######## msk_sbox_sched ########
Figure 1. PDN straps and rails (msk_sbox_sched).
Scale bar: 100 µm. Pins as bars on the die edge.
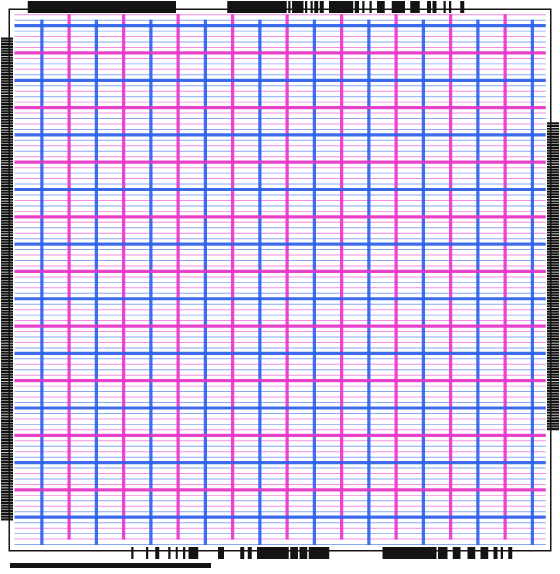
### config.mk
export PLATFORM = sky130hd
export DESIGN_NAME = msk_sbox_sched
export DESIGN_NICKNAME = d
export VERILOG_FILES = /design/src/rtl/msk_sbox_sched.sv
export SDC_FILE = /design/constraint.sdc
export NUM_CORES = 1
export LEC_CHECK = 0
export ABC_CLOCK_PERIOD_IN_PS = 2950
export CORE_MARGIN = 2
export CORE_UTILIZATION = 31
export DETAILED_ROUTE_END_ITERATION = 6
export HOLD_SLACK_MARGIN = 0.02
export MAX_ROUTING_LAYER = met4
export SETUP_SLACK_MARGIN = 0.15
export SYNTH_ARGS = -nofsm -noshare
export SYNTH_HDL_FRONTEND = slang
export SYNTH_SLANG_ARGS = --single-unit
export TNS_END_PERCENT = 20
### constraint.sdc
create_clock -name clk -period 2.95 [get_ports clk]
set_clock_uncertainty 0.05 [all_clocks]
set_input_delay 0.295 -clock clk [delete_from_list [all_inputs] [get_ports clk]]
set_output_delay 0.295 -clock clk [all_outputs]
set_load 0.1 [all_outputs]
### src/rtl/msk_sbox_sched.sv
// Feeds an NB-byte masked state through one shared pipelined masked S-box, one byte per
// cycle, and gathers the results in order. Shares are routed only, never recombined.
module msk_sbox_sched #(
  parameter int d        = 2,
  parameter int NB       = 16,
  parameter int SBOX_LAT = 4,
  parameter int TO_SLACK = 4
) (
  input  logic              clk,
  input  logic              rst,
  input  logic              start,
  input  logic              inverse,
  input  logic [NB*8*d-1:0] in_state,
  output logic              busy,
  output logic              done,
  output logic              err,
  output logic [NB*8*d-1:0] out_state,
  output logic              sb_enable,
  output logic              sb_valid_in,
  output logic              sb_inverse,
  output logic [8*d-1:0]    sb_in,
  input  logic              sb_valid_out,
  input  logic [8*d-1:0]    sb_out,
  input  logic [3:0]        sb_need_rnd,
  output logic              rnd_req,
  output logic [1:0]        o_dbg_state
);

  localparam int BW    = 8 * d;
  localparam int CW    = $clog2(NB + 1);
  localparam int LIMIT = NB + SBOX_LAT + TO_SLACK;
  localparam int TW    = $clog2(LIMIT + 1);

  typedef enum logic [1:0] {S_IDLE, S_FEED, S_DRAIN, S_FIN} state_t;

  state_t           r_state, w_next;
  logic [CW-1:0]    r_fcnt, r_ocnt;
  logic [TW-1:0]    r_cyc;
  logic [NB*BW-1:0] r_in;
  logic [NB*BW-1:0] r_out;
  logic             r_inv, r_err;
  logic             w_busy, w_cap, w_last_cap, w_timeout, w_accept;
  logic [BW-1:0]    w_sb_in;

  // S-box handshake is valid-only: the pipeline never stalls, a byte is presented when
  // sb_valid_in=1, and each sb_valid_out=1 is taken while busy and result slots remain.
  assign w_busy     = (r_state != S_IDLE);
  assign w_accept   = (r_state == S_IDLE) && start;
  assign w_cap      = w_busy && sb_valid_out && (r_ocnt != CW'(NB));
  assign w_last_cap = w_cap && (r_ocnt == CW'(NB - 1));
  assign w_timeout  = (r_cyc == TW'(LIMIT - 1)) && !w_last_cap && (r_ocnt != CW'(NB));

  always_comb begin
    w_next = r_state;
    case (r_state)
      S_IDLE:  if (start) w_next = S_FEED;
      S_FEED:  if (r_fcnt == CW'(NB - 1)) w_next = S_DRAIN;
      S_DRAIN: if (w_last_cap || w_timeout) w_next = S_FIN;
      S_FIN:   w_next = S_IDLE;
      default: w_next = S_IDLE;
    endcase
  end

  always_comb begin
    w_sb_in = '0;
    for (int k = 0; k < NB; k++) begin
      if (r_fcnt == CW'(k)) w_sb_in = r_in[k*BW +: BW];
    end
  end

  always_ff @(posedge clk) begin
    if (rst) begin
      r_state <= S_IDLE;
      r_fcnt  <= '0;
      r_ocnt  <= '0;
      r_cyc   <= '0;
      r_in    <= '0;
      r_out   <= '0;
      r_inv   <= 1'b0;
      r_err   <= 1'b0;
    end else begin
      r_state <= w_next;
      if (w_accept) begin
        r_in   <= in_state;
        r_inv  <= inverse;
        r_err  <= 1'b0;
        r_fcnt <= '0;
        r_ocnt <= '0;
        r_cyc  <= TW'(1);
      end else begin
        if (r_state == S_FEED) r_fcnt <= r_fcnt + 1'b1;
        if (w_busy && (r_cyc != TW'(LIMIT))) r_cyc <= r_cyc + 1'b1;
        if (w_cap) r_ocnt <= r_ocnt + 1'b1;
        if ((r_state == S_DRAIN) && w_timeout) r_err <= 1'b1;
        for (int k = 0; k < NB; k++) begin
          if (w_cap && (r_ocnt == CW'(k))) r_out[k*BW +: BW] <= sb_out;
        end
      end
    end
  end

  assign busy        = w_busy;
  assign done        = (r_state == S_FIN);
  assign err         = r_err;
  assign out_state   = r_out;
  assign sb_enable   = w_busy;
  assign sb_valid_in = (r_state == S_FEED);
  assign sb_inverse  = r_inv;
  assign sb_in       = w_sb_in;
  assign rnd_req     = w_busy && (|sb_need_rnd);
  assign o_dbg_state = r_state;

endmodule
==> impl_metrics.tcl <==
# implementation run metrics
set metrics [dict create \
    status "finished with violations" \
    violations "setup timing" \
    setup-violations-final 16 \
    grtUsageMet2 0.403 \
    clkSinkCount 531 \
    grt_pass1_vias 20900 \
    h-tree-depth 2 \
    fin_ws_ps -376 \
    pin_count 562 \
    ys_warn_count 0 \
    swShare 0.364 \
    fin_nets 3758 \
    cp_slowest_cell "o211ai_1" \
    start_kind "flop" \
    hp-start "in_state[2]" \
    synthTopCellsByArea "dfxtp_1 49%, nand2_1 19%, a21oi_1 14%, clkbuf_1 3.5%, nor2_1 1.3%" \
]
Notes on Figure 1 above:
VDD -> magenta
VSS -> blue
rows = 97
met1 rails = 98
met4 straps = 19
met5 straps = 19
signal pins = 562

[per-stage QoR]
| step | total power (W) | util | setup TNS (ps) | worst slack, ps |
|---|---|---|---|---|
| final | 0.0227 | 0.443 | -4040 | -376 |
| after CTS | 0.0228 | 0.440 | -4620 | -384 |
| after global routing | 0.0236 | 0.443 | -5850 | -482 |
| after global placement | 0.0151 | 0.406 | 0 | 102 |
| after floorplan | 0.0125 | - | -406 | -406 |
| after detailed placement | 0.0151 | 0.406 | 0 | 63.9 |
[routing by layer]
layer | share of wire | up-vias | routed length, µm
met4 | 0.045 | 0 | 4270
met1 | 0.41 | 10600 | 38500
met5 | 0 | - | 0
met2 | 0.46 | 820 | 43700
li1 | - | 10800 | -
met3 | 0.088 | 193 | 8340
[sequential cells by signal, indices dropped and copies added (netlist names)]
signal,flops
r_in,256
sb_inverse,1
r_cyc,5
out_state,256
o_dbg_state,2
r_ocnt,5
r_fcnt,5
err,1
[final cells by class]
class	instances	area, µm²
Inverter	24	97.6
Antenna cell	13	32.5
Fill cell	7020	38900
Multi-Input combinational cell	2129	10500
Clock inverter	24	333
Timing Repair Buffer	716	6540
Tap cell	940	1180
Sequential cell	531	10600
Clock buffer	78	1620

######## fp_align_ctrl ########
Figure 2. Wiring by layer (fp_align_ctrl).
Two of the layers only.
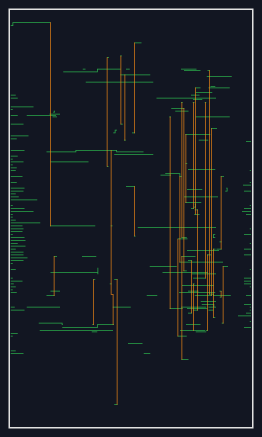
`config.mk`:
```
export PLATFORM = sky130hd
export DESIGN_NAME = fp_align_ctrl
export DESIGN_NICKNAME = d
export VERILOG_FILES = /design/src/rtl/fp_align_pkg.sv /design/src/rtl/grs_shift_step.sv /design/src/rtl/fp_align_ctrl.sv
export SDC_FILE = /design/constraint.sdc
export NUM_CORES = 1
export LEC_CHECK = 0
export ABC_AREA = 1
export CELL_PAD_IN_SITES_DETAIL_PLACEMENT = 0
export CELL_PAD_IN_SITES_GLOBAL_PLACEMENT = 1
export CORE_ASPECT_RATIO = 1.75
export CORE_MARGIN = 2
export CORE_UTILIZATION = 41
export CTS_CLUSTER_DIAMETER = 80
export CTS_CLUSTER_SIZE = 10
export DETAILED_ROUTE_END_ITERATION = 10
export PLACE_DENSITY = 0.93
export SETUP_SLACK_MARGIN = 0.2
export SLEW_MARGIN = 10
export SYNTH_ARGS = -nofsm -noshare
export SYNTH_HDL_FRONTEND = slang
export SYNTH_HIERARCHICAL = 1
export SYNTH_SLANG_ARGS = --single-unit
```
`constraint.sdc`:
```
create_clock -name clk -period 6 [get_ports clk]
set_input_delay 1.8 -clock clk [delete_from_list [all_inputs] [get_ports clk]]
set_output_delay 1.8 -clock clk [all_outputs]
set_load 0.03 [all_outputs]
```
`src/rtl/fp_align_pkg.sv`:
```
// fp_align_pkg: shared types and constants for the FP adder alignment stage
package fp_align_pkg;
  localparam int N = 23;
  localparam int EXP = 8;
  localparam int STEP = 4;
  localparam int SHAMT_MAX = N + 3;
  localparam int SW = $clog2(SHAMT_MAX + 1);
  typedef enum logic [1:0] {IDLE, COMPARE, SHIFT, DONE} state_t;
  typedef struct packed {
    logic sign;
    logic [EXP-1:0] exp;
    logic [N-1:0] mant;
  } operand_t;
  typedef struct packed {
    logic g;
    logic r;
    logic s;
  } grs_t;
  // Denormals (and zero) behave as exponent 1 with no hidden bit
  function automatic logic [EXP-1:0] eff_exp(input operand_t o);
    return (o.exp == '0) ? EXP'(1) : o.exp;
  endfunction
  function automatic logic [N:0] full_mant(input operand_t o);
    return {|o.exp, o.mant};
  endfunction
endpackage

```
`src/rtl/grs_shift_step.sv`:
```
// grs_shift_step: one right-shift step of {mant,G,R,S} with sticky merge
module grs_shift_step
  import fp_align_pkg::*;
(
  input  logic [N:0]    mant,
  input  grs_t          grs_in,
  input  logic [SW-1:0] k,
  output logic [N:0]    mant_out,
  output grs_t          grs_out
);
  logic [N+2:0] wide;
  logic [N+2:0] lost_mask;
  assign wide = {mant, grs_in.g, grs_in.r};
  assign lost_mask = ~({(N+3){1'b1}} << k);
  assign {mant_out, grs_out.g, grs_out.r} = wide >> k;
  assign grs_out.s = grs_in.s | (|(wide & lost_mask));
endmodule

```
`src/rtl/fp_align_ctrl.sv`:
```
// fp_align_ctrl: multi-cycle operand ordering and alignment sequencer for the FP adder
module fp_align_ctrl
  import fp_align_pkg::*;
(
  input  logic           clk,
  input  logic           rst_n,
  input  logic           in_valid,
  output logic           in_ready,
  input  logic           a_sign,
  input  logic           b_sign,
  input  logic [EXP-1:0] a_exp,
  input  logic [EXP-1:0] b_exp,
  input  logic [N-1:0]   a_mant,
  input  logic [N-1:0]   b_mant,
  input  logic           sub_ctrl,
  output logic           out_valid,
  input  logic           out_ready,
  output logic           big_sign,
  output logic [EXP-1:0] big_exp,
  output logic [N:0]     big_mant,
  output logic [N:0]     small_mant,
  output logic           guard,
  output logic           round,
  output logic           sticky,
  output logic           eff_sub,
  output logic           swapped,
  output logic           busy
);
  state_t state, state_n;
  operand_t a_q, b_q;
  logic sub_q;
  logic [SW-1:0] rem, d, k;
  logic [EXP-1:0] ea, eb, diff;
  logic [N:0] ma, mb, small_nx;
  logic a_lt;
  grs_t grs_q, grs_nx;
  assign in_ready = (state == IDLE);
  assign out_valid = (state == DONE);
  assign busy = (state != IDLE);
  assign {guard, round, sticky} = grs_q;
  always_comb begin
    ea = eff_exp(a_q);
    eb = eff_exp(b_q);
    ma = full_mant(a_q);
    mb = full_mant(b_q);
    a_lt = (ea < eb) || ((ea == eb) && (ma < mb));
    diff = a_lt ? eb - ea : ea - eb;
    d = (diff > EXP'(SHAMT_MAX)) ? SW'(SHAMT_MAX) : diff[SW-1:0];
    k = (rem > SW'(STEP)) ? SW'(STEP) : rem;
  end
  always_comb begin
    state_n = state;
    state_n = (state == IDLE && in_valid) ? COMPARE :
              (state == COMPARE) ? ((d == '0) ? DONE : SHIFT) :
              (state == SHIFT && rem == k) ? DONE :
              (state == DONE && out_ready) ? IDLE : state;
  end
  grs_shift_step u_step (
    .mant    (small_mant),
    .grs_in  (grs_q),
    .k       (k),
    .mant_out(small_nx),
    .grs_out (grs_nx)
  );
  always_ff @(posedge clk) begin
    if (!rst_n) state <= IDLE;
    else state <= state_n;
  end
  always_ff @(posedge clk) begin
    if (!rst_n) begin
      a_q <= '0;
      b_q <= '0;
      sub_q <= 1'b0;
      rem <= '0;
      big_sign <= 1'b0;
      big_exp <= '0;
      big_mant <= '0;
      small_mant <= '0;
      grs_q <= '0;
      eff_sub <= 1'b0;
      swapped <= 1'b0;
    end else begin
      if (in_valid && in_ready) begin
        a_q <= {a_sign, a_exp, a_mant};
        b_q <= {b_sign, b_exp, b_mant};
        sub_q <= sub_ctrl;
      end
      if (state == COMPARE) begin
        swapped <= a_lt;
        big_sign <= a_lt ? (b_q.sign ^ sub_q) : a_q.sign;
        big_exp <= a_lt ? b_q.exp : a_q.exp;
        big_mant <= a_lt ? mb : ma;
        small_mant <= a_lt ? ma : mb;
        grs_q <= '0;
        eff_sub <= a_q.sign ^ b_q.sign ^ sub_q;
        rem <= d;
      end
      if (state == SHIFT) begin
        small_mant <= small_nx;
        grs_q <= grs_nx;
        rem <= rem - k;
      end
    end
  end
endmodule

```
==> impl_metrics.tcl <==
# implementation run metrics
set metrics [dict create \
    cts_buffer_depth 2 \
    top_area_cell "dfxtp_1" \
    synth_cells 1325 \
    ir_drop_mv 0.449 \
    grt.busiest_layer "met2" \
    hold_path_end "big_mant[15]" \
    fin_ws_ps 2320 \
    hold_path_depth 2 \
    track_usage 0.261 \
    period_needed_ps 3680 \
    die-area_mm2 0.0221 \
    vias 9115 \
    finalMaxSlewViolations 0 \
    rrSetupSlack_ps 2440 \
    drc 0 \
    cts_hold_buf 0 \
    aoi_share 0.215 \
    clkTransAtPathRegs_ps 60 \
    arrival_ps 1880 \
    fp_util 0.415 \
    status "finished, final reports clean" \
    io_buffers 133 \
    drt_iter0_drc 581 \
    stdcell_area_mm2 0.0105 \
]
About Figure 2:
M4 -> orange  # wire length 1,450 µm
M3 -> green  # wire length 1,140 µm

## where the power goes
part	total (W)	leakage, nW	switching [W]	internal (W)
Clock	0.00105	0.286	0.000431	0.000621
Sequential	0.00154	1.10	0.000329	0.00121
Combinational	0.00402	2.96	0.00272	0.00130
Total	0.00661	4.34	0.00348	0.00313
## metrics by stage
step / instances / power, W / utilization
after detailed placement: 1627 / 0.00553 / 0.478
after global placement: 1627 / 0.00549 / 0.478
final: 1659 / 0.00661 / 0.506
after global routing: 1659 / 0.00713 / 0.506
after CTS: 1659 / 0.00659 / 0.506
after floorplan: 1329 / 0.00437 / -
## metal layers
layer  up-vias  part of all wire
met3        67             0.040
li1       4534                 -
met5         -                 0
met2       281              0.52
met4         0             0.050
met1      4233              0.39
## state kept, by name, summed over array words and instances (netlist names), 2 cells and up
| name | count |
|---|---|
| a_q | 32 |
| b_q | 32 |
| big_mant | 24 |
| small_mant | 24 |
| big_exp | 8 |
| rem | 5 |
| state | 2 |
## area by class of cell
type	count	area, µm²
Inverter	122	460
Fill cell	2100	10200
Sequential cell	134	2680
Clock buffer	17	425
Timing Repair Buffer	142	1390
Multi-Input combinational cell	977	5020
Tap cell	252	315
Clock inverter	15	168


==> layout pictures side by side <==
Clock network drawn from the DEF.
picture 1
Scale bar: 100 µm.
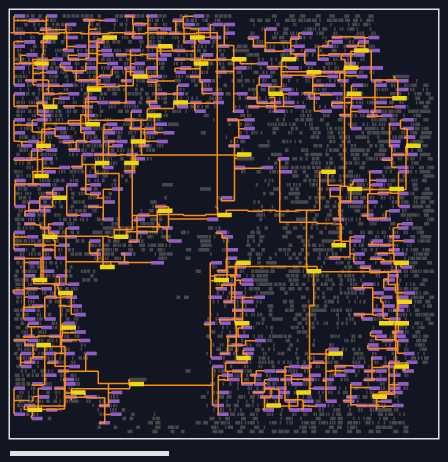
picture 2
Scale bar: 20 µm.
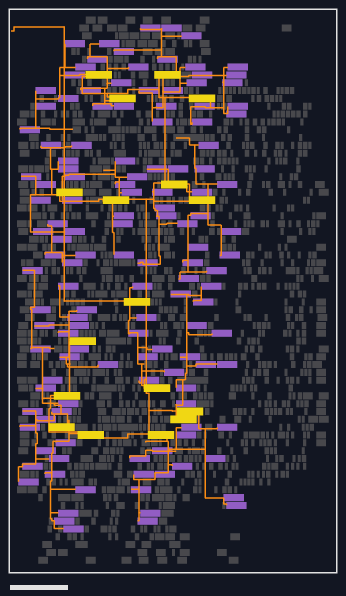
| picture | from |
|---|---|
| picture 1 | msk_sbox_sched |
| picture 2 | fp_align_ctrl |

Power and IR drop assume default switching activity.
